# stage_fetch

**stage_fetch: congestion heat map**

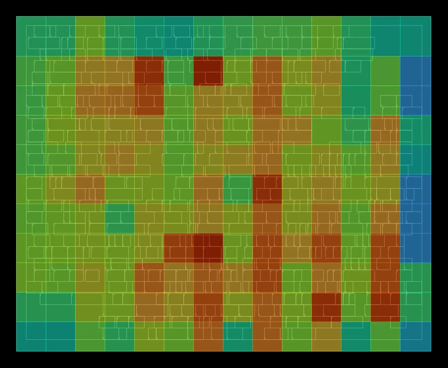

### config.mk
export PLATFORM = sky130hd
export DESIGN_NAME = stage_fetch
export DESIGN_NICKNAME = d
export VERILOG_FILES = /design/src/rtl/stage_fetch_pkg.sv /design/src/rtl/stage_fetch_insn_fields.sv /design/src/rtl/stage_fetch.sv
export SDC_FILE = /design/constraint.sdc
export NUM_CORES = 1
export LEC_CHECK = 0
export ABC_CLOCK_PERIOD_IN_PS = 2270
export CORE_ASPECT_RATIO = 0.8
export CORE_MARGIN = 2
export CORE_UTILIZATION = 38
export DETAILED_ROUTE_END_ITERATION = 7
export PLACE_DENSITY = 0.81
export REMOVE_ABC_BUFFERS = 1
export SLEW_MARGIN = 10
export SYNTH_ARGS = -nofsm -noshare
export SYNTH_HDL_FRONTEND = slang
export SYNTH_HIERARCHICAL = 1
export SYNTH_SLANG_ARGS = --single-unit
### constraint.sdc
create_clock -name clock -period 2.27 [get_ports clock]
set_input_delay 0.5675 -clock clock [delete_from_list [all_inputs] [get_ports clock]]
set_output_delay 0.5675 -clock clock [all_outputs]
set_load 0.01 [all_outputs]
### src/rtl/stage_fetch_pkg.sv
// Shared instruction-format constants for fetch, decode and later stages.
package stage_fetch_pkg;

  localparam int unsigned FIELD_W   = 5;

  localparam int unsigned OPC_MSB   = 31;
  localparam int unsigned OPC_LSB   = 27;
  localparam int unsigned RD_MSB    = 26;
  localparam int unsigned RD_LSB    = 22;
  localparam int unsigned RS_MSB    = 21;
  localparam int unsigned RS_LSB    = 17;
  localparam int unsigned RT_MSB    = 16;
  localparam int unsigned RT_LSB    = 12;
  localparam int unsigned SHAMT_MSB = 11;
  localparam int unsigned SHAMT_LSB = 7;
  localparam int unsigned ALUOP_MSB = 6;
  localparam int unsigned ALUOP_LSB = 2;

  // add $0,$0,$0 -- harmless bubble for every downstream stage
  localparam logic [31:0] NOP_INSN  = 32'h0000_0000;
  localparam logic [4:0]  OPC_RTYPE = 5'b00000;

  typedef logic [FIELD_W-1:0] field_t;

  // Decode uses this to choose rt vs rd as the destination register
  function automatic logic is_rtype(input field_t opc);
    return opc == OPC_RTYPE;
  endfunction

endpackage

### src/rtl/stage_fetch_insn_fields.sv
// Combinational split of an instruction word into its named fields.
module insn_fields
  import stage_fetch_pkg::*;
#(
  parameter int unsigned INSN_WIDTH = 32
) (
  input  logic [INSN_WIDTH-1:0] insn_i,
  output field_t                opcode_o,
  output field_t                rd_o,
  output field_t                rs_o,
  output field_t                rt_o,
  output field_t                alu_op_o
);

  // shamt and the two low bits are not consumed at this boundary
  logic unused_bits;
  assign unused_bits = ^{insn_i[SHAMT_MSB:SHAMT_LSB], insn_i[ALUOP_LSB-1:0]};

  assign opcode_o = insn_i[OPC_MSB:OPC_LSB];
  assign rd_o     = insn_i[RD_MSB:RD_LSB];
  assign rs_o     = insn_i[RS_MSB:RS_LSB];
  assign rt_o     = insn_i[RT_MSB:RT_LSB];
  assign alu_op_o = insn_i[ALUOP_MSB:ALUOP_LSB];

endmodule

### src/rtl/stage_fetch.sv
// Instruction fetch stage: PC register, sync-ROM addressing and F/D latch.
module stage_fetch #(
  parameter int unsigned           ADDR_WIDTH = 12,
  parameter int unsigned           INSN_WIDTH = 32,
  parameter logic [ADDR_WIDTH-1:0] RESET_PC   = '0,
  parameter logic [INSN_WIDTH-1:0] NOP_INSN   = stage_fetch_pkg::NOP_INSN
) (
  input  logic                  clock,
  input  logic                  reset,
  input  logic                  stall,
  input  logic                  redirect,
  input  logic [ADDR_WIDTH-1:0] redirect_target,
  output logic [ADDR_WIDTH-1:0] address_imem,
  input  logic [INSN_WIDTH-1:0] q_imem,
  output logic [ADDR_WIDTH-1:0] pc_out,
  output logic [INSN_WIDTH-1:0] fd_insn,
  output logic [ADDR_WIDTH-1:0] fd_pc,
  output logic [ADDR_WIDTH-1:0] fd_pc_plus1,
  output logic                  fd_valid,
  output logic [4:0]            fd_opcode,
  output logic [4:0]            fd_rd,
  output logic [4:0]            fd_rs,
  output logic [4:0]            fd_rt,
  output logic [4:0]            fd_ALU_op
);

  import stage_fetch_pkg::*;

  logic [ADDR_WIDTH-1:0] pc_q, pc_d;
  logic [INSN_WIDTH-1:0] fd_insn_q;
  logic [ADDR_WIDTH-1:0] fd_pc_q;
  logic                  fd_valid_q;

  // Next PC: reset > redirect > stall > sequential (wraps naturally)
  always_comb begin
    pc_d = pc_q + ADDR_WIDTH'(1);
    if (reset)         pc_d = RESET_PC;
    else if (redirect) pc_d = redirect_target;
    else if (stall)    pc_d = pc_q;
  end

  // The ROM registers pc_d, so its data next cycle always matches pc_q
  assign address_imem = pc_d;

  // PC register and F/D latch; redirect squashes the wrong-path fetch
  always_ff @(posedge clock) begin
    pc_q <= pc_d;
    if (reset) begin
      fd_insn_q  <= NOP_INSN;
      fd_pc_q    <= RESET_PC;
      fd_valid_q <= 1'b0;
    end else if (redirect) begin
      fd_insn_q  <= NOP_INSN;
      fd_pc_q    <= pc_q;
      fd_valid_q <= 1'b0;
    end else if (!stall) begin
      fd_insn_q  <= q_imem;
      fd_pc_q    <= pc_q;
      fd_valid_q <= 1'b1;
    end
  end

  assign pc_out      = pc_q;
  assign fd_insn     = fd_insn_q;
  assign fd_pc       = fd_pc_q;
  assign fd_pc_plus1 = fd_pc_q + ADDR_WIDTH'(1);
  assign fd_valid    = fd_valid_q;

  insn_fields #(
    .INSN_WIDTH (INSN_WIDTH)
  ) u_fields (
    .insn_i   (fd_insn_q),
    .opcode_o (fd_opcode),
    .rd_o     (fd_rd),
    .rs_o     (fd_rs),
    .rt_o     (fd_rt),
    .alu_op_o (fd_ALU_op)
  );

endmodule
# disp_mode_ctrl

**src/rtl/disp_pkg.sv**
```systemverilog
// Shared definitions for the clock-display mode controller.
// - disp_state_e : view/set state encoding (also driven out on the debug mode port)
// - DEF_*        : default timing constants, all in 1 kHz clock cycles (ms)
// - is_set_state : true for the two time-adjust states
package disp_pkg;

  typedef enum logic [1:0] {
    CLOCK     = 2'd0,
    STOPWATCH = 2'd1,
    SET_HOUR  = 2'd2,
    SET_MIN   = 2'd3
  } disp_state_e;

  localparam int DEF_DEBOUNCE_MS = 20;
  localparam int DEF_LONG_MS     = 1000;
  localparam int DEF_REPEAT_MS   = 200;
  localparam int DEF_TIMEOUT_MS  = 10000;
  localparam int DEF_BLINK_MS    = 250;

  function automatic logic is_set_state(disp_state_e s);
    return (s == SET_HOUR) || (s == SET_MIN);
  endfunction

endpackage

```
**src/rtl/key_debounce.sv**
```systemverilog
// Key conditioner for one active-low front-panel key.
// Two-flop synchronizer, then a debounce counter: the debounced level only
// follows the synchronized key after DEBOUNCE_MS consecutive differing samples.
// Ports:
//   clk_i    : 1 kHz clock
//   rst_ni   : async active-low reset (level = released)
//   key_n_i  : raw key, active-low, asynchronous
//   level_o  : debounced level, 1 = key down
//   press_o  : one-cycle pulse on the debounced key-down transition
module key_debounce
  import disp_pkg::*;
#(
  parameter int DEBOUNCE_MS = DEF_DEBOUNCE_MS
) (
  input  logic clk_i,
  input  logic rst_ni,
  input  logic key_n_i,
  output logic level_o,
  output logic press_o
);

  localparam int CW = $clog2(DEBOUNCE_MS + 1);

  // Synchronizer stages hold the key in "down = 1" polarity.
  logic          sync1_q, sync2_q;
  logic [CW-1:0] cnt_q;
  logic          lvl_q, lvl_dly_q, press_q;

  always_ff @(posedge clk_i or negedge rst_ni) begin
    if (!rst_ni) begin
      sync1_q   <= 1'b0;
      sync2_q   <= 1'b0;
      cnt_q     <= '0;
      lvl_q     <= 1'b0;
      lvl_dly_q <= 1'b0;
      press_q   <= 1'b0;
    end else begin
      sync1_q <= ~key_n_i;
      sync2_q <= sync1_q;
      // Any sample that agrees with the current level restarts the count.
      if (sync2_q != lvl_q) begin
        if (cnt_q == CW'(DEBOUNCE_MS - 1)) begin
          lvl_q <= sync2_q;
          cnt_q <= '0;
        end else begin
          cnt_q <= cnt_q + 1'b1;
        end
      end else begin
        cnt_q <= '0;
      end
      lvl_dly_q <= lvl_q;
      press_q   <= lvl_q & ~lvl_dly_q;
    end
  end

  assign level_o = lvl_q;
  assign press_o = press_q;

endmodule

```
**src/rtl/disp_mode_ctrl.sv**
```systemverilog
// Mode controller for the digital clock display: debounces the mode and
// adjust keys and runs the CLOCK -> STOPWATCH -> SET_HOUR -> SET_MIN view/set
// state machine. All outputs are registered.
// Optional feature macro: DISP_MODE_AUTO_REPEAT_EN (auto-repeat of inc_* pulses
// while adjust is held in the set states).
// Ports:
//   CLK_1kHz   : only clock         reset     : async active-low
//   key_mode_n : raw mode key       key_adj_n : raw adjust key (active-low)
//   switch     : 0 clock view, 1 stopwatch view
//   blank_h/m  : blank hour/minute digits
//   inc_hour/min : one-cycle increment pulses
//   sw_run     : stopwatch enable level, sw_clear : one-cycle clear pulse
//   mode       : current state (debug)
module disp_mode_ctrl
  import disp_pkg::*;
#(
  parameter int DEBOUNCE_MS = DEF_DEBOUNCE_MS,
  parameter int LONG_MS     = DEF_LONG_MS,
  parameter int REPEAT_MS   = DEF_REPEAT_MS,
  parameter int TIMEOUT_MS  = DEF_TIMEOUT_MS,
  parameter int BLINK_MS    = DEF_BLINK_MS
) (
  input  logic       CLK_1kHz,
  input  logic       reset,
  input  logic       key_mode_n,
  input  logic       key_adj_n,
  output logic       switch,
  output logic       blank_h,
  output logic       blank_m,
  output logic       inc_hour,
  output logic       inc_min,
  output logic       sw_run,
  output logic       sw_clear,
  output logic [1:0] mode
);

  localparam int HW = $clog2(LONG_MS + 1);
  localparam int TW = $clog2(TIMEOUT_MS + 1);
  localparam int BW = $clog2(BLINK_MS + 1);

  logic mode_lvl_unused, mode_ev, adj_lvl, adj_ev;

  key_debounce #(.DEBOUNCE_MS(DEBOUNCE_MS)) u_key_mode (
    .clk_i   (CLK_1kHz),
    .rst_ni  (reset),
    .key_n_i (key_mode_n),
    .level_o (mode_lvl_unused),
    .press_o (mode_ev)
  );

  key_debounce #(.DEBOUNCE_MS(DEBOUNCE_MS)) u_key_adj (
    .clk_i   (CLK_1kHz),
    .rst_ni  (reset),
    .key_n_i (key_adj_n),
    .level_o (adj_lvl),
    .press_o (adj_ev)
  );

  disp_state_e   state_q, state_d;
  logic [HW-1:0] hold_q, hold_d;
  logic          long_q, long_d, cancel_q, cancel_d;
  logic [TW-1:0] to_q, to_d;
  logic [BW-1:0] blk_q, blk_d;
  logic          phase_q, phase_d;
  logic          switch_q, switch_d, blank_h_q, blank_h_d, blank_m_q, blank_m_d;
  logic          inc_hour_q, inc_hour_d, inc_min_q, inc_min_d;
  logic          sw_run_q, sw_run_d, sw_clear_q, sw_clear_d;
  logic          adj_use, long_hit, rpt_pulse, in_set, expire;

  // Mode wins over a coincident adjust press.
  assign adj_use  = adj_ev & ~mode_ev;
  // First cycle the saturated hold counter is seen; long_q makes it once per hold.
  assign long_hit = adj_lvl & ~cancel_q & ~long_q & ~mode_ev &
                    (hold_q == HW'(LONG_MS));

`ifdef DISP_MODE_AUTO_REPEAT_EN
  localparam int RW = $clog2(REPEAT_MS + 1);
  logic [RW-1:0] rep_q, rep_d;
  logic          rep_hit;

  // Repeat period starts counting only after the long-press pulse.
  assign rep_hit = adj_lvl & long_q & ~cancel_q & ~mode_ev &
                   (rep_q == RW'(REPEAT_MS - 1));

  always_comb begin
    rep_d = '0;
    if (adj_lvl && long_q && !cancel_q && !mode_ev && !rep_hit)
      rep_d = rep_q + 1'b1;
  end

  always_ff @(posedge CLK_1kHz or negedge reset) begin
    if (!reset) rep_q <= '0;
    else        rep_q <= rep_d;
  end

  assign rpt_pulse = long_hit | rep_hit;
`else
  localparam int REPEAT_UNUSED = REPEAT_MS;
  assign rpt_pulse = 1'b0;
`endif

  // Hold tracking. A mode press while adjust is down parks the tracker
  // (cancel) until the key is released, so no long/repeat action follows.
  always_comb begin
    hold_d   = hold_q;
    long_d   = long_q;
    cancel_d = cancel_q;
    if (!adj_lvl) begin
      hold_d   = '0;
      long_d   = 1'b0;
      cancel_d = 1'b0;
    end else if (mode_ev) begin
      hold_d   = '0;
      long_d   = 1'b0;
      cancel_d = 1'b1;
    end else if (!cancel_q) begin
      if (hold_q != HW'(LONG_MS)) hold_d = hold_q + 1'b1;
      if (long_hit)               long_d = 1'b1;
    end
  end

  assign in_set = is_set_state(state_q);
  // Timeout beats a coincident mode press; a real adjust action resets it instead.
  assign expire = in_set && (to_q == TW'(TIMEOUT_MS - 1)) && !adj_use && !rpt_pulse;

  always_comb begin
    state_d    = state_q;
    sw_run_d   = sw_run_q;
    sw_clear_d = 1'b0;
    inc_hour_d = 1'b0;
    inc_min_d  = 1'b0;
    if (expire) begin
      state_d = CLOCK;
    end else if (mode_ev) begin
      case (state_q)
        CLOCK:     state_d = STOPWATCH;
        STOPWATCH: state_d = SET_HOUR;
        SET_HOUR:  state_d = SET_MIN;
        default:   state_d = CLOCK;
      endcase
    end
    case (state_q)
      STOPWATCH: begin
        if (adj_use)              sw_run_d   = ~sw_run_q;
        if (long_hit && !sw_run_q) sw_clear_d = 1'b1;
      end
      SET_HOUR: if (adj_use || rpt_pulse) inc_hour_d = 1'b1;
      SET_MIN:  if (adj_use || rpt_pulse) inc_min_d  = 1'b1;
      default: ;
    endcase
  end

  // Timeout and blink counters restart on every state change.
  always_comb begin
    to_d    = '0;
    blk_d   = '0;
    phase_d = 1'b0;
    if (in_set && state_d == state_q && !(adj_ev || mode_ev || rpt_pulse))
      to_d = to_q + 1'b1;
    if (is_set_state(state_d) && state_d == state_q) begin
      if (blk_q == BW'(BLINK_MS - 1)) begin
        blk_d   = '0;
        phase_d = ~phase_q;
      end else begin
        blk_d   = blk_q + 1'b1;
        phase_d = phase_q;
      end
    end
    switch_d  = (state_d == STOPWATCH);
    blank_h_d = (state_d == SET_HOUR) & phase_d & ~adj_lvl;
    blank_m_d = (state_d == SET_MIN)  & phase_d & ~adj_lvl;
  end

  always_ff @(posedge CLK_1kHz or negedge reset) begin
    if (!reset) begin
      state_q    <= CLOCK;
      hold_q     <= '0;
      long_q     <= 1'b0;
      cancel_q   <= 1'b0;
      to_q       <= '0;
      blk_q      <= '0;
      phase_q    <= 1'b0;
      switch_q   <= 1'b0;
      blank_h_q  <= 1'b0;
      blank_m_q  <= 1'b0;
      inc_hour_q <= 1'b0;
      inc_min_q  <= 1'b0;
      sw_run_q   <= 1'b0;
      sw_clear_q <= 1'b0;
    end else begin
      state_q    <= state_d;
      hold_q     <= hold_d;
      long_q     <= long_d;
      cancel_q   <= cancel_d;
      to_q       <= to_d;
      blk_q      <= blk_d;
      phase_q    <= phase_d;
      switch_q   <= switch_d;
      blank_h_q  <= blank_h_d;
      blank_m_q  <= blank_m_d;
      inc_hour_q <= inc_hour_d;
      inc_min_q  <= inc_min_d;
      sw_run_q   <= sw_run_d;
      sw_clear_q <= sw_clear_d;
    end
  end

  assign switch   = switch_q;
  assign blank_h  = blank_h_q;
  assign blank_m  = blank_m_q;
  assign inc_hour = inc_hour_q;
  assign inc_min  = inc_min_q;
  assign sw_run   = sw_run_q;
  assign sw_clear = sw_clear_q;
  assign mode     = state_q;

endmodule

```
**config.mk**
```make
export PLATFORM = sky130hd
export DESIGN_NAME = disp_mode_ctrl
export DESIGN_NICKNAME = d
export VERILOG_FILES = /design/src/rtl/disp_pkg.sv /design/src/rtl/key_debounce.sv /design/src/rtl/disp_mode_ctrl.sv
export SDC_FILE = /design/constraint.sdc
export NUM_CORES = 1
export LEC_CHECK = 0
export CORE_ASPECT_RATIO = 0.8
export CORE_UTILIZATION = 40
export CTS_CLUSTER_DIAMETER = 60
export CTS_CLUSTER_SIZE = 8
export DETAILED_ROUTE_END_ITERATION = 10
export PLACE_DENSITY_LB_ADDON = 0.1
export SLEW_MARGIN = 25
export SYNTH_ARGS = -nofsm -noshare
export SYNTH_HDL_FRONTEND = slang
export SYNTH_SLANG_ARGS = --single-unit
export TNS_END_PERCENT = 10
```
**constraint.sdc**
```tcl
create_clock -name CLK_1kHz -period 2 [get_ports CLK_1kHz]
set_input_delay 0.4 -clock CLK_1kHz [delete_from_list [all_inputs] [get_ports CLK_1kHz]]
set_output_delay 0.4 -clock CLK_1kHz [all_outputs]
set_load 0.02 [all_outputs]
```
# posit_decode_pipe_flat

--- src/rtl/posit_decode_pipe_if.sv ---
// Stream interface for posit_decode_pipe: packed posit in, unpacked fields out.
// Handshake rule for both sides: a word transfers on a rising clock edge where
// valid and ready are both high. Valid may not drop, and data may not change,
// until that transfer has happened.
interface posit_decode_pipe_if #(
    parameter int WIDTH = 8,
    parameter int ES    = 1
);
    localparam int EXP_BITS  = $clog2(2*WIDTH-3) + ES;
    localparam int FRAC_BITS = WIDTH - 3 - ES;

    logic                 in_valid;
    logic                 in_ready;
    logic [WIDTH-1:0]     in_bits;
    logic                 out_valid;
    logic                 out_ready;
    logic                 out_sign;
    logic                 out_is_zero;
    logic                 out_is_inf;
    logic [EXP_BITS-1:0]  out_exponent;
    logic [FRAC_BITS-1:0] out_fraction;

    // Environment side: produces posits, consumes unpacked results.
    modport master (
        output in_valid, in_bits, out_ready,
        input  in_ready, out_valid, out_sign, out_is_zero, out_is_inf,
               out_exponent, out_fraction
    );

    // Decoder side.
    modport slave (
        input  in_valid, in_bits, out_ready,
        output in_ready, out_valid, out_sign, out_is_zero, out_is_inf,
               out_exponent, out_fraction
    );
endinterface

--- src/rtl/posit_decode_pipe.sv ---
// Two-stage streaming posit decoder (packed posit -> sign/zero/inf/biased
// exponent/fraction). Stage 1 counts the regime run, stage 2 shifts the regime
// out and slices es and fraction. Optional feature macro: POSIT_DECODE_STATS_EN
// adds saturating zero/infinity output counters and their ports.
module posit_decode_pipe #(
    parameter int WIDTH = 8,
    parameter int ES    = 1
) (
    input  logic               clock,
    input  logic               resetn,
    posit_decode_pipe_if.slave bus
`ifdef POSIT_DECODE_STATS_EN
    ,
    output logic [31:0]        stat_zero_count,
    output logic [31:0]        stat_inf_count
`endif
);
    localparam int EXP_BITS  = $clog2(2*WIDTH-3) + ES;
    localparam int FRAC_BITS = WIDTH - 3 - ES;
    localparam int RBITS     = $clog2(2*WIDTH-3);
    localparam int KBITS     = $clog2(WIDTH);
    localparam int BODY      = WIDTH - 1;

    // ---------------- stage 1: regime run detection ----------------
    logic [BODY-1:0]  body;
    logic [KBITS-1:0] run_len;
    logic             run_open;
    logic             is_zero_d, is_inf_d, special;
    logic             sign_d;
    logic [RBITS-1:0] ureg_d;
    logic [KBITS-1:0] shift_d;
    logic [BODY-1:0]  body_d;

    assign body      = bus.in_bits[WIDTH-2:0];
    assign is_zero_d = (bus.in_bits == '0);
    assign is_inf_d  = (bus.in_bits == {1'b1, {(WIDTH-1){1'b0}}});
    assign special   = is_zero_d || is_inf_d;

    // Length of the leading run of bits equal to the body MSB (at most BODY).
    always_comb begin
        run_len  = '0;
        run_open = 1'b1;
        for (int i = BODY-1; i >= 0; i--) begin
            if (run_open && (body[i] == body[BODY-1])) begin
                run_len = run_len + 1'b1;
            end else begin
                run_open = 1'b0;
            end
        end
    end

    // Unsigned regime, shift past run+terminator, and zeroed fields for specials.
    always_comb begin
        sign_d  = 1'b0;
        ureg_d  = '0;
        shift_d = '0;
        body_d  = '0;
        if (!special) begin
            sign_d = bus.in_bits[WIDTH-1];
            body_d = body;
            if (body[BODY-1]) begin
                ureg_d = RBITS'(int'(run_len) + WIDTH - 3);
            end else begin
                ureg_d = RBITS'(WIDTH - 2 - int'(run_len));
            end
            if (int'(run_len) + 1 > BODY) begin
                shift_d = KBITS'(BODY);
            end else begin
                shift_d = KBITS'(int'(run_len) + 1);
            end
        end
    end

    // ---------------- pipeline control ----------------
    logic s1_valid_q, s2_valid_q;
    logic s1_load, s2_load;

    assign s2_load      = !s2_valid_q || bus.out_ready;
    assign s1_load      = !s1_valid_q || s2_load;
    assign bus.in_ready = s1_load;

    logic             s1_sign_q, s1_zero_q, s1_inf_q;
    logic [RBITS-1:0] s1_ureg_q;
    logic [KBITS-1:0] s1_shift_q;
    logic [BODY-1:0]  s1_body_q;

    // Stage 1 register: accept a new word whenever the stage can hand off.
    always_ff @(posedge clock or negedge resetn) begin
        if (!resetn) begin
            s1_valid_q <= 1'b0;
            s1_sign_q  <= 1'b0;
            s1_zero_q  <= 1'b0;
            s1_inf_q   <= 1'b0;
            s1_ureg_q  <= '0;
            s1_shift_q <= '0;
            s1_body_q  <= '0;
        end else if (s1_load) begin
            s1_valid_q <= bus.in_valid;
            if (bus.in_valid) begin
                s1_sign_q  <= sign_d;
                s1_zero_q  <= is_zero_d;
                s1_inf_q   <= is_inf_d;
                s1_ureg_q  <= ureg_d;
                s1_shift_q <= shift_d;
                s1_body_q  <= body_d;
            end
        end
    end

    // ---------------- stage 2: field extraction ----------------
    logic [BODY-1:0]      rem;
    logic [EXP_BITS-1:0]  es_val;
    logic [EXP_BITS-1:0]  exp_d;
    logic [FRAC_BITS-1:0] frac_d;

    // Remainder after the regime: top ES bits are es, next FRAC_BITS are fraction.
    always_comb begin
        rem    = s1_body_q << s1_shift_q;
        es_val = EXP_BITS'(rem >> (BODY - ES));
        exp_d  = (EXP_BITS'(s1_ureg_q) << ES) | es_val;
        frac_d = FRAC_BITS'(rem >> (BODY - ES - FRAC_BITS));
    end

    logic                 s2_sign_q, s2_zero_q, s2_inf_q;
    logic [EXP_BITS-1:0]  s2_exp_q;
    logic [FRAC_BITS-1:0] s2_frac_q;

    // Stage 2 register: outputs hold while the consumer stalls.
    always_ff @(posedge clock or negedge resetn) begin
        if (!resetn) begin
            s2_valid_q <= 1'b0;
            s2_sign_q  <= 1'b0;
            s2_zero_q  <= 1'b0;
            s2_inf_q   <= 1'b0;
            s2_exp_q   <= '0;
            s2_frac_q  <= '0;
        end else if (s2_load) begin
            s2_valid_q <= s1_valid_q;
            if (s1_valid_q) begin
                s2_sign_q <= s1_sign_q;
                s2_zero_q <= s1_zero_q;
                s2_inf_q  <= s1_inf_q;
                s2_exp_q  <= exp_d;
                s2_frac_q <= frac_d;
            end
        end
    end

    assign bus.out_valid    = s2_valid_q;
    assign bus.out_sign     = s2_sign_q;
    assign bus.out_is_zero  = s2_zero_q;
    assign bus.out_is_inf   = s2_inf_q;
    assign bus.out_exponent = s2_exp_q;
    assign bus.out_fraction = s2_frac_q;

`ifdef POSIT_DECODE_STATS_EN
    logic        out_fire;
    logic [31:0] zero_cnt_q, inf_cnt_q;

    assign out_fire = s2_valid_q && bus.out_ready;

    // Saturating counts of delivered zero / infinity results.
    always_ff @(posedge clock or negedge resetn) begin
        if (!resetn) begin
            zero_cnt_q <= '0;
            inf_cnt_q  <= '0;
        end else if (out_fire) begin
            if (s2_zero_q && (zero_cnt_q != 32'hFFFF_FFFF)) begin
                zero_cnt_q <= zero_cnt_q + 32'd1;
            end
            if (s2_inf_q && (inf_cnt_q != 32'hFFFF_FFFF)) begin
                inf_cnt_q <= inf_cnt_q + 32'd1;
            end
        end
    end

    assign stat_zero_count = zero_cnt_q;
    assign stat_inf_count  = inf_cnt_q;
`endif

endmodule

--- src/flat_wrapper.sv ---
// flat-port wrapper written by rule: the top's interface ports become plain ports
module posit_decode_pipe_flat 
#(
    parameter int WIDTH = 8,
    parameter int ES    = 1
)
  (clock, resetn, bus_in_valid, bus_in_bits, bus_out_ready, bus_in_ready, bus_out_valid, bus_out_sign, bus_out_is_zero, bus_out_is_inf, bus_out_exponent, bus_out_fraction);
  posit_decode_pipe_if #(.WIDTH(WIDTH), .ES(ES)) bus_i ();
  input  logic clock;
  input  logic resetn;
  input wire logic [$bits(bus_i.in_valid)-1:0] bus_in_valid;
  input wire logic [$bits(bus_i.in_bits)-1:0] bus_in_bits;
  input wire logic [$bits(bus_i.out_ready)-1:0] bus_out_ready;
  output wire logic [$bits(bus_i.in_ready)-1:0] bus_in_ready;
  output wire logic [$bits(bus_i.out_valid)-1:0] bus_out_valid;
  output wire logic [$bits(bus_i.out_sign)-1:0] bus_out_sign;
  output wire logic [$bits(bus_i.out_is_zero)-1:0] bus_out_is_zero;
  output wire logic [$bits(bus_i.out_is_inf)-1:0] bus_out_is_inf;
  output wire logic [$bits(bus_i.out_exponent)-1:0] bus_out_exponent;
  output wire logic [$bits(bus_i.out_fraction)-1:0] bus_out_fraction;
  assign bus_i.in_valid = bus_in_valid;
  assign bus_i.in_bits = bus_in_bits;
  assign bus_i.out_ready = bus_out_ready;
  assign bus_in_ready = bus_i.in_ready;
  assign bus_out_valid = bus_i.out_valid;
  assign bus_out_sign = bus_i.out_sign;
  assign bus_out_is_zero = bus_i.out_is_zero;
  assign bus_out_is_inf = bus_i.out_is_inf;
  assign bus_out_exponent = bus_i.out_exponent;
  assign bus_out_fraction = bus_i.out_fraction;
  posit_decode_pipe #(.WIDTH(WIDTH), .ES(ES)) u_core (.clock(clock), .resetn(resetn), .bus(bus_i));
endmodule
--- config.mk ---
export PLATFORM = sky130hd
export DESIGN_NAME = posit_decode_pipe_flat
export DESIGN_NICKNAME = d
export VERILOG_FILES = /design/src/rtl/posit_decode_pipe_if.sv /design/src/rtl/posit_decode_pipe.sv /design/src/flat_wrapper.sv
export SDC_FILE = /design/constraint.sdc
export NUM_CORES = 1
export LEC_CHECK = 0
export CELL_PAD_IN_SITES_DETAIL_PLACEMENT = 1
export CELL_PAD_IN_SITES_GLOBAL_PLACEMENT = 1
export CORE_ASPECT_RATIO = 2
export CORE_MARGIN = 8
export CORE_UTILIZATION = 44
export DETAILED_ROUTE_END_ITERATION = 6
export GPL_TIMING_DRIVEN = 1
export PLACE_DENSITY = 0.79
export SLEW_MARGIN = 20
export SYNTH_ARGS = -nofsm -noshare
export SYNTH_HDL_FRONTEND = slang
export SYNTH_SLANG_ARGS = --single-unit
--- constraint.sdc ---
create_clock -name clock -period 4.39 [get_ports clock]
set_clock_uncertainty 0.05 [all_clocks]
set_input_delay 0.6585 -clock clock [delete_from_list [all_inputs] [get_ports clock]]
set_output_delay 0.6585 -clock clock [all_outputs]
set_load 0.02 [all_outputs]
# regfile_write_arbiter

`src/rtl/regfile_write_arbiter.sv`:
```
// -----------------------------------------------------------------------------
// regfile_write_arbiter
//
// Arbitrates byte writes from two requesters (0 = EU, 1 = BIU) into a
// register file that only accepts one nibble per cycle. Each accepted legal
// request becomes two write strobes: low nibble first (WR_LO), then high
// nibble (WR_HI). A new request may be accepted in WR_HI, so back-to-back
// traffic sustains one byte every two cycles.
//
// Ports
//   clk, rst_n            clock, asynchronous active-low reset
//   reqN_valid/addr/data  write request from requester N (addr 0..3 legal)
//   reqN_ready            combinational accept; valid&&ready = handshake
//   rf_write_enable       nibble write strobe (registered)
//   rf_write_addr         register index (registered, holds when idle)
//   rf_write_data         {4'h0, nibble} (registered, holds when idle)
//   rf_high_byte          0 = low nibble, 1 = high nibble
//   busy                  a write transaction is in flight
//   done                  pulse in the cycle the high nibble is written
//   err                   pulse the cycle after an illegal address is accepted
//   grant_id              requester owning the most recent acceptance
// -----------------------------------------------------------------------------
module regfile_write_arbiter (
    input  logic       clk,
    input  logic       rst_n,
    input  logic       req0_valid,
    input  logic [2:0] req0_addr,
    input  logic [7:0] req0_data,
    output logic       req0_ready,
    input  logic       req1_valid,
    input  logic [2:0] req1_addr,
    input  logic [7:0] req1_data,
    output logic       req1_ready,
    output logic       rf_write_enable,
    output logic [2:0] rf_write_addr,
    output logic [7:0] rf_write_data,
    output logic       rf_high_byte,
    output logic       busy,
    output logic       done,
    output logic       err,
    output logic       grant_id
);

    typedef enum logic [1:0] {
        IDLE  = 2'd0,
        WR_LO = 2'd1,
        WR_HI = 2'd2
    } state_t;

    typedef struct packed {
        logic [2:0] addr;
        logic [7:0] data;
    } wr_req_t;

    state_t     state_q, state_d;
    logic       prio_q, prio_d;
    wr_req_t    cap_q, cap_d;
    logic       rf_write_enable_q, rf_write_enable_d;
    logic [2:0] rf_write_addr_q, rf_write_addr_d;
    logic [7:0] rf_write_data_q, rf_write_data_d;
    logic       rf_high_byte_q, rf_high_byte_d;
    logic       busy_q, busy_d;
    logic       done_q, done_d;
    logic       err_q, err_d;
    logic       grant_id_q, grant_id_d;

    logic       can_accept;
    logic       win_id;
    logic       accept;
    logic       acc_legal;
    wr_req_t    acc_req;

    // Arbitration: a lone valid wins; on contention prio_q names the winner.
    // WR_LO cannot accept because its high nibble is still owed next cycle.
    always_comb begin
        can_accept = (state_q == IDLE) || (state_q == WR_HI);
        win_id     = (req0_valid && req1_valid) ? prio_q : req1_valid;
        accept     = can_accept && (req0_valid || req1_valid);
        req0_ready = accept && !win_id;
        req1_ready = accept &&  win_id;
        acc_req    = win_id ? wr_req_t'{addr: req1_addr, data: req1_data}
                            : wr_req_t'{addr: req0_addr, data: req0_data};
        acc_legal  = !acc_req.addr[2];
    end

    // Next state and captured request.
    always_comb begin
        state_d    = state_q;
        prio_d     = prio_q;
        cap_d      = cap_q;
        grant_id_d = grant_id_q;
        err_d      = 1'b0;

        if (accept) begin
            // Favour the requester that lost (or did not take) this grant.
            prio_d     = ~win_id;
            grant_id_d = win_id;
            cap_d      = acc_req;
        end

        case (state_q)
            IDLE: begin
                if (accept && acc_legal) state_d = WR_LO;
                err_d = accept && !acc_legal;
            end
            WR_LO: state_d = WR_HI;
            WR_HI: begin
                state_d = (accept && acc_legal) ? WR_LO : IDLE;
                err_d   = accept && !acc_legal;
            end
            default: state_d = IDLE;
        endcase
    end

    // Moore outputs derived from the state being entered, so the strobe for
    // a request appears exactly one cycle after its acceptance.
    always_comb begin
        rf_write_enable_d = (state_d != IDLE);
        rf_high_byte_d    = (state_d == WR_HI);
        done_d            = (state_d == WR_HI);
        busy_d            = (state_d != IDLE);
        rf_write_addr_d   = rf_write_addr_q;
        rf_write_data_d   = rf_write_data_q;
        case (state_d)
            WR_LO: begin
                rf_write_addr_d = cap_d.addr;
                rf_write_data_d = {4'h0, cap_d.data[3:0]};
            end
            WR_HI: begin
                rf_write_addr_d = cap_d.addr;
                rf_write_data_d = {4'h0, cap_d.data[7:4]};
            end
            default: ;
        endcase
    end

    always_ff @(posedge clk or negedge rst_n) begin
        if (!rst_n) begin
            state_q           <= IDLE;
            prio_q            <= 1'b0;
            cap_q             <= '0;
            rf_write_enable_q <= 1'b0;
            rf_write_addr_q   <= 3'd0;
            rf_write_data_q   <= 8'd0;
            rf_high_byte_q    <= 1'b0;
            busy_q            <= 1'b0;
            done_q            <= 1'b0;
            err_q             <= 1'b0;
            grant_id_q        <= 1'b0;
        end else begin
            state_q           <= state_d;
            prio_q            <= prio_d;
            cap_q             <= cap_d;
            rf_write_enable_q <= rf_write_enable_d;
            rf_write_addr_q   <= rf_write_addr_d;
            rf_write_data_q   <= rf_write_data_d;
            rf_high_byte_q    <= rf_high_byte_d;
            busy_q            <= busy_d;
            done_q            <= done_d;
            err_q             <= err_d;
            grant_id_q        <= grant_id_d;
        end
    end

    assign rf_write_enable = rf_write_enable_q;
    assign rf_write_addr   = rf_write_addr_q;
    assign rf_write_data   = rf_write_data_q;
    assign rf_high_byte    = rf_high_byte_q;
    assign busy            = busy_q;
    assign done            = done_q;
    assign err             = err_q;
    assign grant_id        = grant_id_q;

endmodule
```
`config.mk`:
```
export PLATFORM = sky130hd
export DESIGN_NAME = regfile_write_arbiter
export DESIGN_NICKNAME = d
export VERILOG_FILES = /design/src/rtl/regfile_write_arbiter.sv
export SDC_FILE = /design/constraint.sdc
export NUM_CORES = 1
export LEC_CHECK = 0
export CAP_MARGIN = 20
export CORE_UTILIZATION = 65
export CTS_CLUSTER_SIZE = 25
export DETAILED_ROUTE_END_ITERATION = 7
export DONT_BUFFER_PORTS = 1
export GPL_ROUTABILITY_DRIVEN = 0
export PLACE_DENSITY = 0.81
export SLEW_MARGIN = 40
export SYNTH_ARGS = -nofsm -noshare
export SYNTH_HDL_FRONTEND = slang
export SYNTH_SLANG_ARGS = --single-unit
```
`constraint.sdc`:
```
create_clock -name clk -period 3.5 [get_ports clk]
set_input_delay 0.875 -clock clk [delete_from_list [all_inputs] [get_ports clk]]
set_output_delay 0.875 -clock clk [all_outputs]
set_load 0.005 [all_outputs]
```

==> layout pictures side by side <==
Gate-type map.
shot_01.png
Bar = 20 um.
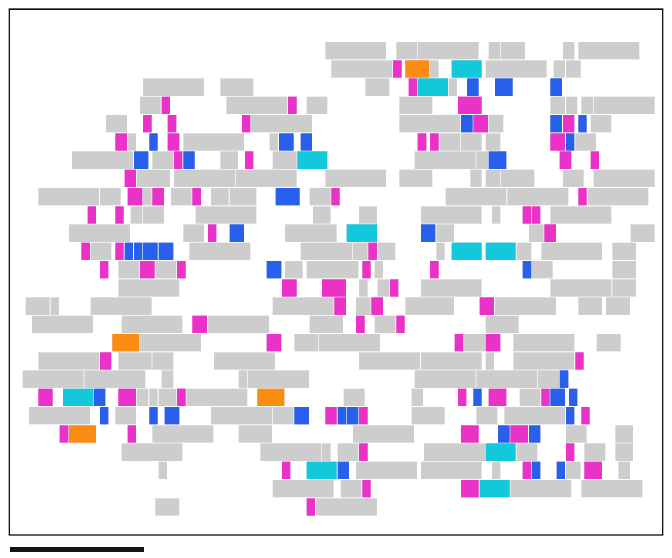
shot_02.png
Bar = 20 um.
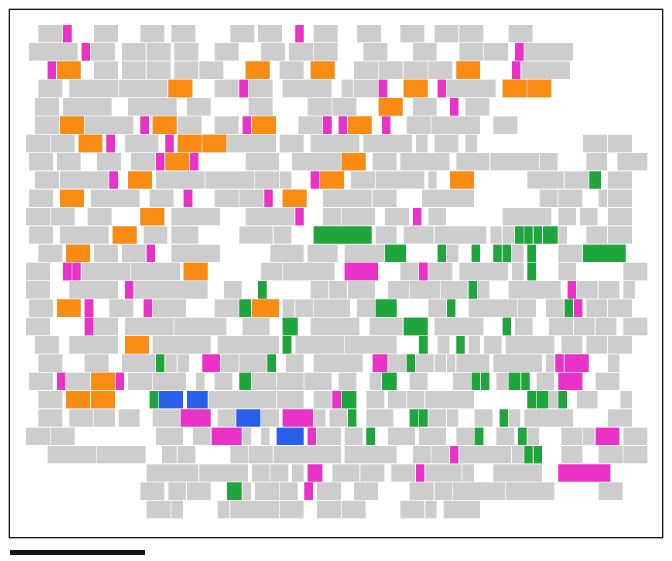
shot_03.png
Bar = 20 um.
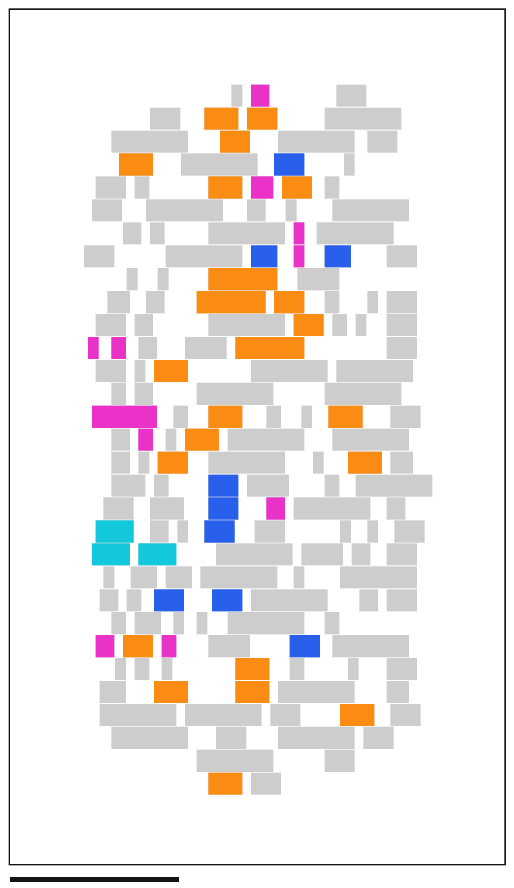
shot_04.png
Bar = 10 um.
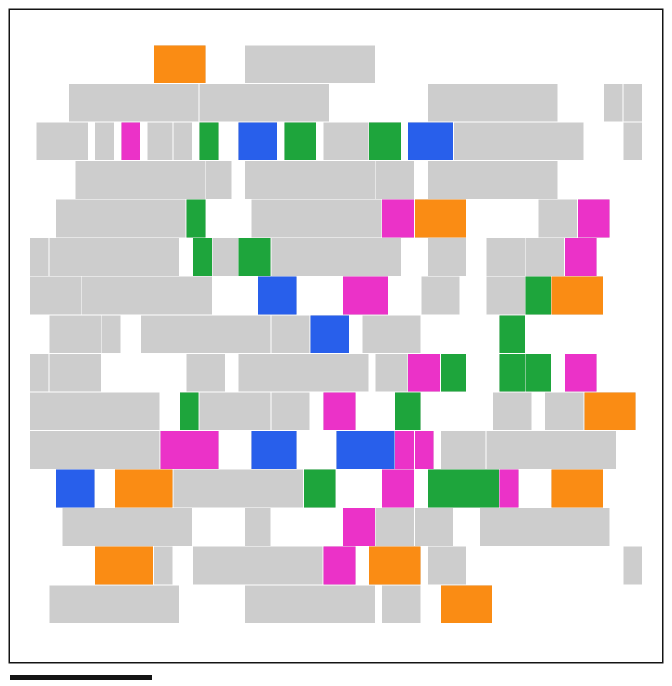
shot_02.png is stage_fetch.
shot_01.png is disp_mode_ctrl.
shot_03.png is posit_decode_pipe_flat.
shot_04.png is regfile_write_arbiter.
The one with the smallest die is shot_04.png.
The one with the fewest cells is shot_04.png.

**regfile_write_arbiter: M1 wires**

Bar = 10 um. Supply wires on this layer in grey.
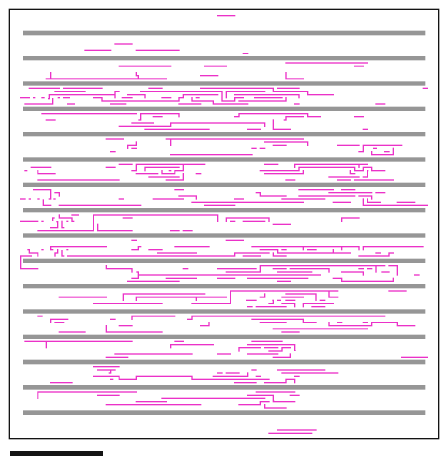
main direction: horizontal
nets with wire on the layer: 122
share of all routed wire: 45%
Via Count: 818
met1 GRT Util: 0.332
final WL: 2150 um

==> job_summary.md, regfile_write_arbiter <==
### Metrics collected by this job

| Metric | Value |
|---|---|
| Outcome | `completed` |
| Number of CTS-inserted buffers | `3` |
| Clock group | `141 uW` |
| Final std cells w/o fill | `134` |
| Deepest clock path buffer count | `2` |
| Die Area | `2110 um^2` |
| Crit-path cells | `nor2b_1, and2_1` |
| CTS Sinks | `24` |
| IO buf count | `0` |
| CP Max Fanout | `19` |
| Fillers | `160` |
| Setup crit end | `req1_ready` |
| Worst EP arrival | `1.64 ns` |
| Place WS | `1.09 ns` |
| Yosys adder share | `0` |
| Biggest consumer | `registers` |
| DR top layer | `met4` |
| Largest stage delay on the critical path | `0.60 ns` |
| Setup Viol. Count Final | `0` |
| Die height | `46.0 um` |
| And+or+nand+nor area frac | `0.142` |
| HPWL Detailed | `1660 um` |
| EDFF count, synth | `0` |
| Flop count | `24` |
| Non-clk invs | `6` |
| Sw frac | `0.307` |
| 1st-iter DRT viols | `26` |
| Top cells, area | `dfrtp_1 (48%), mux2i_1 (5.6%), nor2b_1 (5.0%)` |
| Seq/Total Area, Yosys | `0.478` |
| Row count | `15` |
| Mapped cell area | `1260 um^2` |
| Die width | `46.0 um` |
| Fraction of area in registers | `0.490` |
| Worst Setup Slack, final | `0.983 ns` |
| Io pins | `45` |
| Async SR Flop Fraction | `1.00` |
| XORs/XNORs by Area | `0` |
| Synth cell count leaders | `dfrtp_1 (24), nor2b_1 (10), mux2i_1 (7)` |
| Final instance area | `1220 um^2` |
| Top cells excl fill/tap | `dfrtp_1 (24), nor2b_1 (9), mux2i_1 (7)` |
| Bufs w/o clock | `0` |
| Critical path endpoint category | `primary output` |
| Worst-Skew Late Latency | `0.30 ns` |
| FF/Latch Area | `601 um^2` |
| Tool warnings | `26` |
| Cycle use final | `0.719` |
| GRT overflow | `0` |
| Unique cell type count in the Yosys netlist | `30` |
| RSZ-0062 raised after global routing | `false` |
| Clk cell area share | `0.0296` |
| CP Launch Type | `flop` |
| Post-CTS setup buffer count | `0` |
| Comb area leader | `AND-OR/OR-AND gates` |
| Final Skew | `0.00105 ns` |
| Syn Inst Count | `117` |
| Hold Path Class | `in -> async` |
| Metal-1 WL | `965 um` |
| Tap cells | `25` |
| Synth-to-layout area growth | `-2.59%` |
| Top-area cell share | `0.478` |
## regfile_write_arbiter: worst max-delay path, delay by kind of cell (launching register included)
family | cells | cell delay, ns
flops | 1 | 0.60
simple gates | 2 | 0.74
## regfile_write_arbiter: per-layer routing
layer,GRT usage,up-vias
met5,0,-
met4,0.0529,0
met3,0.0397,2
met2,0.377,35
met1,0.332,391
li1,-,390
## regfile_write_arbiter: sequential cells by signal (all words and copies together) (netlist names)
signal	cells
state_q	1
rf_write_data	4
grant_id	1
cap_q	11
busy	1
err	1
done	1
prio_q	1
rf_write_addr	3
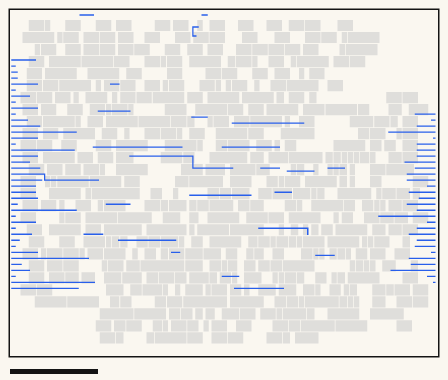
**Above:** stage_fetch (M3 wires).
Bar = 20 um. Cells faint in the background.
nets with wire on the layer: 84
share of all routed wire: 6.3%
main direction: horizontal
wire length on this layer: 536 um
final WL: 8580 um
met3 usage: 0.0525
Via Count: 2788

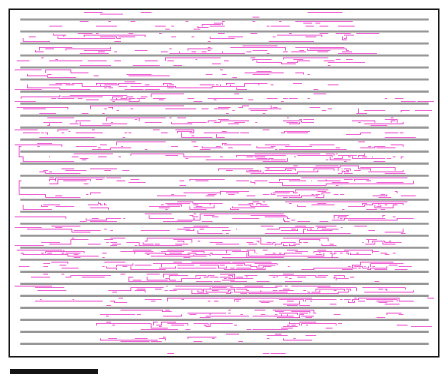
**Above:** stage_fetch (M1 wires).
Bar = 20 um. Supply wires on this layer in grey.
nets with wire on the layer: 458
wire length on this layer: 3410 um
main direction: horizontal
longest straight run: 32.7 um
met1 GRT Util: 0.259

Notes on 'congestion heat map' of stage_fetch above:
wire length per cell: 15.1 um
GRT Resource Usage Total: 0.220
Util after Layout: 0.712
GR Util met2: 0.400
grt peak-use layer: met2

==> job_summary.md, stage_fetch <==
### Metrics collected by this job

| Metric | Value |
|---|---|
| PnR Total Power | `2.57 mW` |
| Drt pass-1 iters | `4` |
| Setup TNS | `-0.913 ns` |
| Ys cells | `296` |
| Worst path depth | `6` |
| DRC errors left | `0` |
| Critical path type | `in -> out` |
| Flop pwr share | `0.423` |
| Worst Setup Slack, final | `-0.191 ns` |
| Yosys warns | `6` |
| Die height | `78.3 um` |
| AO/OA Area Share | `0.0821` |
| Root buf cell | `clkbuf_8` |
| Outcome | `complete, but fails checks` |
| Synth-to-layout area growth | `84.3%` |
| Hold-fix buffers, CTS | `0` |
| Setup Viol. Count Final | `7` |
| Failing checks | `setup timing` |
| Vias per Instance | `4.91` |
| Worst r2r path cells | `5` |
| Combinational power | `548 uW` |
| Slew at the pin closest to its max-slew limit | `0.545 ns` |
| Largest net degree at the start of global routing | `34` |
-- stage_fetch: registers in the layout, summed over array words and instances (netlist names) --
signal,cells
fd_insn,32
fd_pc,12
fd_valid,1
pc_out,12
-- stage_fetch: cell type report --
| class | instances | share of cell area |
|---|---|---|
| repair buffers | 210 | 0.403 |
| multi-input cells | 190 | 0.288 |
| flip-flops and latches | 57 | 0.239 |
| clock buffers | 12 | 0.0321 |
| well taps | 87 | 0.0225 |
| clock inverters | 3 | 0.00828 |
| inverters | 9 | 0.00699 |
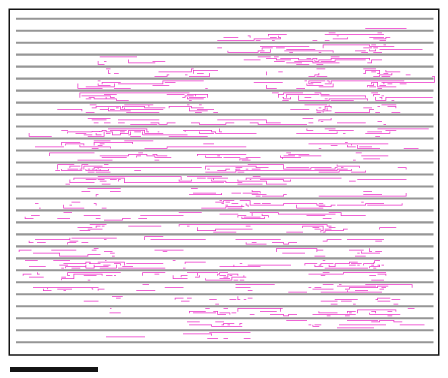
**Above:** disp_mode_ctrl (M1 wires).
Bar = 20 um. Supply wires on this layer in grey.
wire length on this layer: 2540 um
longest straight run: 33.6 um
main direction: horizontal
share of all routed wire: 53%
nets with wire on the layer: 282
met1 GRT Util: 0.204
final WL: 4820 um
Via Count: 1882

==> job_summary.md, disp_mode_ctrl <==
### Metrics collected by this job

| Metric | Value |
|---|---|
| Final nets | `310` |
| Final std cells w/o fill | `388` |
| Clk cell area share | `0.0498` |
| Clock group | `955 uW` |
| # clk buffers | `13` |
| Yosys warns | `0` |
| Met3 usage | `0.0570` |
| CP Max Fanout | `11` |
| Min Hold Slack | `0.0610 ns` |
| Pleak | `1.41 nW` |
| Die Area | `7590 um^2` |
| Setup Viol. Count Final | `0` |
| R2r setup slk | `0.1 ns` |
| IO buf count | `12` |
| Mapped Nets | `283` |
| Clock power frac | `0.410` |
| Seq pwr | `1.32 mW` |
| Routability Congestion | `0.720` |
| Worst path depth | `6` |
| Pins Over Slew Limit | `0` |
| Seq/Total Area, Yosys | `0.552` |
| Setup crit end | `blank_h$_DFF_PN0_` |
| Drt pass-1 iters | `4` |
| Worst path required time | `2.22 ns` |
| Fillers | `639` |
| Slowest stage cell, crit path | `or4_4` |
| Place WS | `0.0449 ns` |
| Final Skew | `0.00683 ns` |
| Outcome | `completed` |
| Async SR Flop Fraction | `1.00` |
| Largest net degree at the start of global routing | `37` |
| Ys cells | `269` |
| Worst EP arrival | `2.12 ns` |
| Biggest consumer | `registers` |
| Cell Int Power | `1.81 mW` |
| Critical Path Source | `to_q[1]$_DFF_PN0_` |
| Sw frac | `0.224` |
| Util after Layout | `0.481` |
| CP Launch Type | `flop` |
| Top flop regs | `to_q x14, hold_q x10, blk_q x8` |
| Post-Place Cells | `371` |
| Combinational power | `55.9 uW` |
## disp_mode_ctrl: through the flow
stage,power [mW],area (um^2)
detailed placement,1.40,3170
floorplan,1.36,2900
CTS,2.37,3330
global route,2.42,3340
global placement,1.40,3170
finish,2.33,3340
## disp_mode_ctrl: cells by family (layout without fill, tap and decap cells)
kind of cell	Yosys count	in the layout	share of synthesized area
AND/OR/NAND/NOR	124	124	0.216
flip-flops	64	64	0.552
XOR/XNOR	32	32	0.0967
AND-OR/OR-AND	18	18	0.0522
buffers and inverters	17	49	0.0246
adder cells (fa/ha/maj)	10	10	0.0432
multiplexers	4	4	0.0151
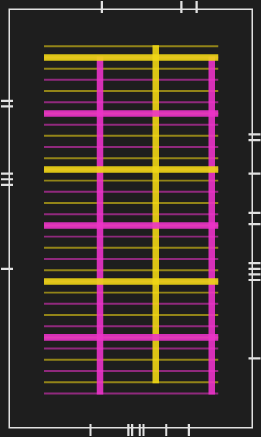
**Above:** posit_decode_pipe_flat (supply network).
Pins as bars on the die edge.
[VSS] magenta
[VDD] yellow
rows: 31
met1 rails: 32
met5 straps: 6
die width: 58.6 um
total core area: 3570 um^2

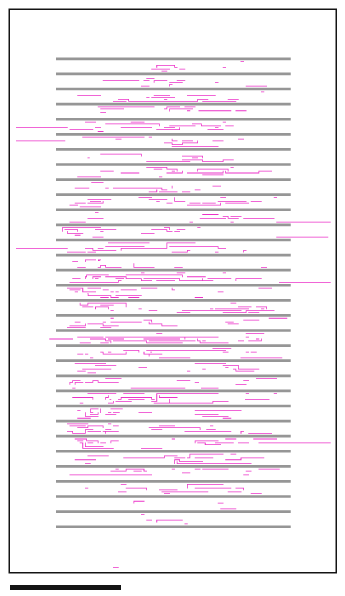
**Above:** posit_decode_pipe_flat (M1 wires).
Bar = 20 um. Supply wires on this layer in grey.
nets with wire on the layer: 161
main direction: horizontal
met1 GRT Util: 0.129
Via Count: 1195

==> job_summary.md, posit_decode_pipe_flat <==
### Metrics collected by this job

| Metric | Value |
|---|---|
| Outcome | `completed` |
| Clk cell area share | `0.0371` |
| # clk buffers | `6` |
| Clock group | `196 uW` |
| Fp util | `0.448` |
| Crit-path cells | `clkdlybuf4s50_1, or4_4, mux2i_1, o21ai_0, and2_1, inv_1, ha_1, xnor2_1, mux2i_1, o221ai_1, nand2_1` |
| Pleak | `0.837 nW` |
| Fillers | `398` |
| Combinational Power Share | `0.302` |
| Hold-fix buffers, CTS | `0` |
| IO buf count | `25` |
| Register bank with the most flops | `u_core.s1_body_q` |
| Met2 wire length | `2160 um` |
| Post-CTS setup buffer count | `0` |
| Critical path endpoint category | `flop` |
| HPWL Detailed | `2880 um` |
| Top delay family on crit path | `simple AND/OR/NAND/NOR gates` |
| CTS tree | `done` |
| Critical path type | `in -> reg` |
| Syn Inst Count | `143` |
| Final WL | `3690 um` |
| R2r setup slk | `2.40 ns` |
| Drt pass-1 iters | `4` |
| Unique cell type count in the Yosys netlist | `37` |
| Worst path depth | `11` |
| Io pins | `26` |
| CP Max Fanout | `16` |
| Synth-to-layout area growth | `22.4%` |
| Yosys warns | `0` |
| Synth cell count leaders | `dfrtp_1 (31), nand2_1 (18), mux2_2 (13)` |
| Async SR Flop Fraction | `1.00` |
| Top-area cell share | `0.485` |
| Fraction of area in registers | `0.396` |
| Hold-critical path depth | `2` |
| Min Tclk post-route | `3.23 ns` |
| Hold EP | `u_core.s1_ureg_q[2]$_DFFE_PN0P_` |
| Cycle use final | `0.737` |
| Row count | `31` |
| Worst r2r path cells | `5` |
| Mapped Nets | `158` |
| Root buf cell | `clkbuf_8` |
| Worst path required time | `4.49 ns` |
-- posit_decode_pipe_flat: stage by stage --
stage	cell area, um^2	hold slack (ns)	instances	utilization	worst slack [ns]
finish	1960	0.429	215	0.549	1.16
global placement	1890	0.412	209	0.528	1.01
detailed placement	1890	0.418	209	0.528	0.878
CTS	1960	0.432	215	0.549	1.18
floorplan	1600	0.313	143	-	1.82
global route	1960	0.465	215	0.549	0.931


==> layout pictures side by side <==
M3 wires.
image #1
Bar = 20 um. Cells faint in the background.
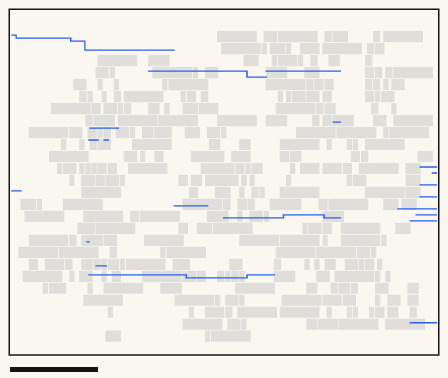
image #2
Bar = 10 um. Cells faint in the background.
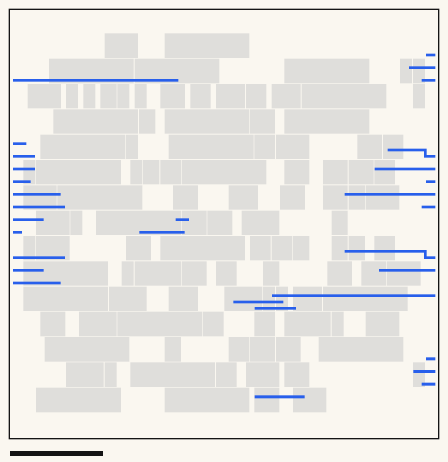
image #3
Bar = 20 um. Cells faint in the background.
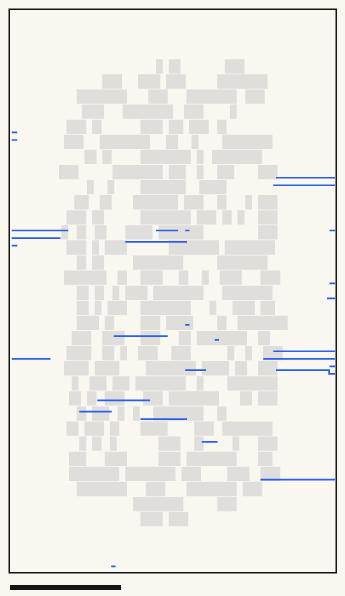
- disp_mode_ctrl = image #1
- posit_decode_pipe_flat = image #3
- regfile_write_arbiter = image #2


==> screenshots <==
Congestion heat map.
panel A
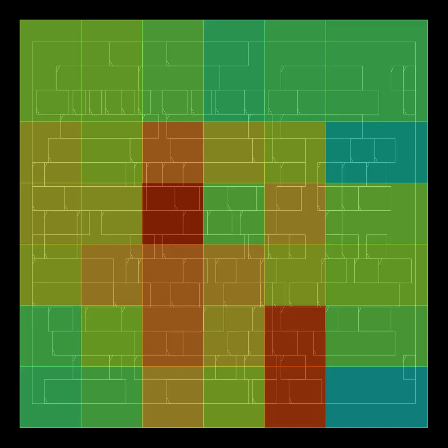
panel B
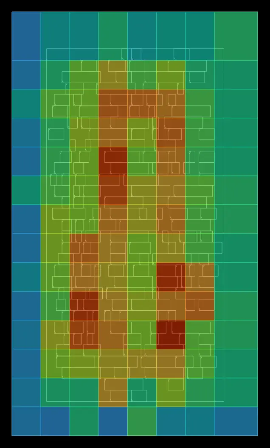
panel C
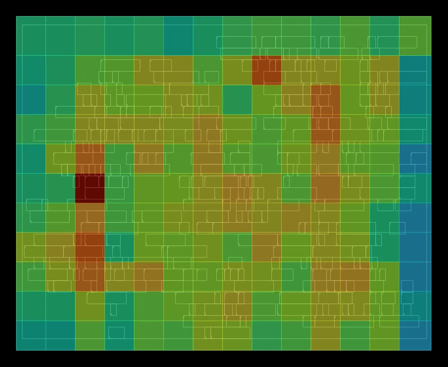
| picture | from |
|---|---|
| panel B | posit_decode_pipe_flat |
| panel A | regfile_write_arbiter |
| panel C | disp_mode_ctrl |
- highest utilization: panel A
- highest track usage: panel A

Power and IR drop assume default switching activity.
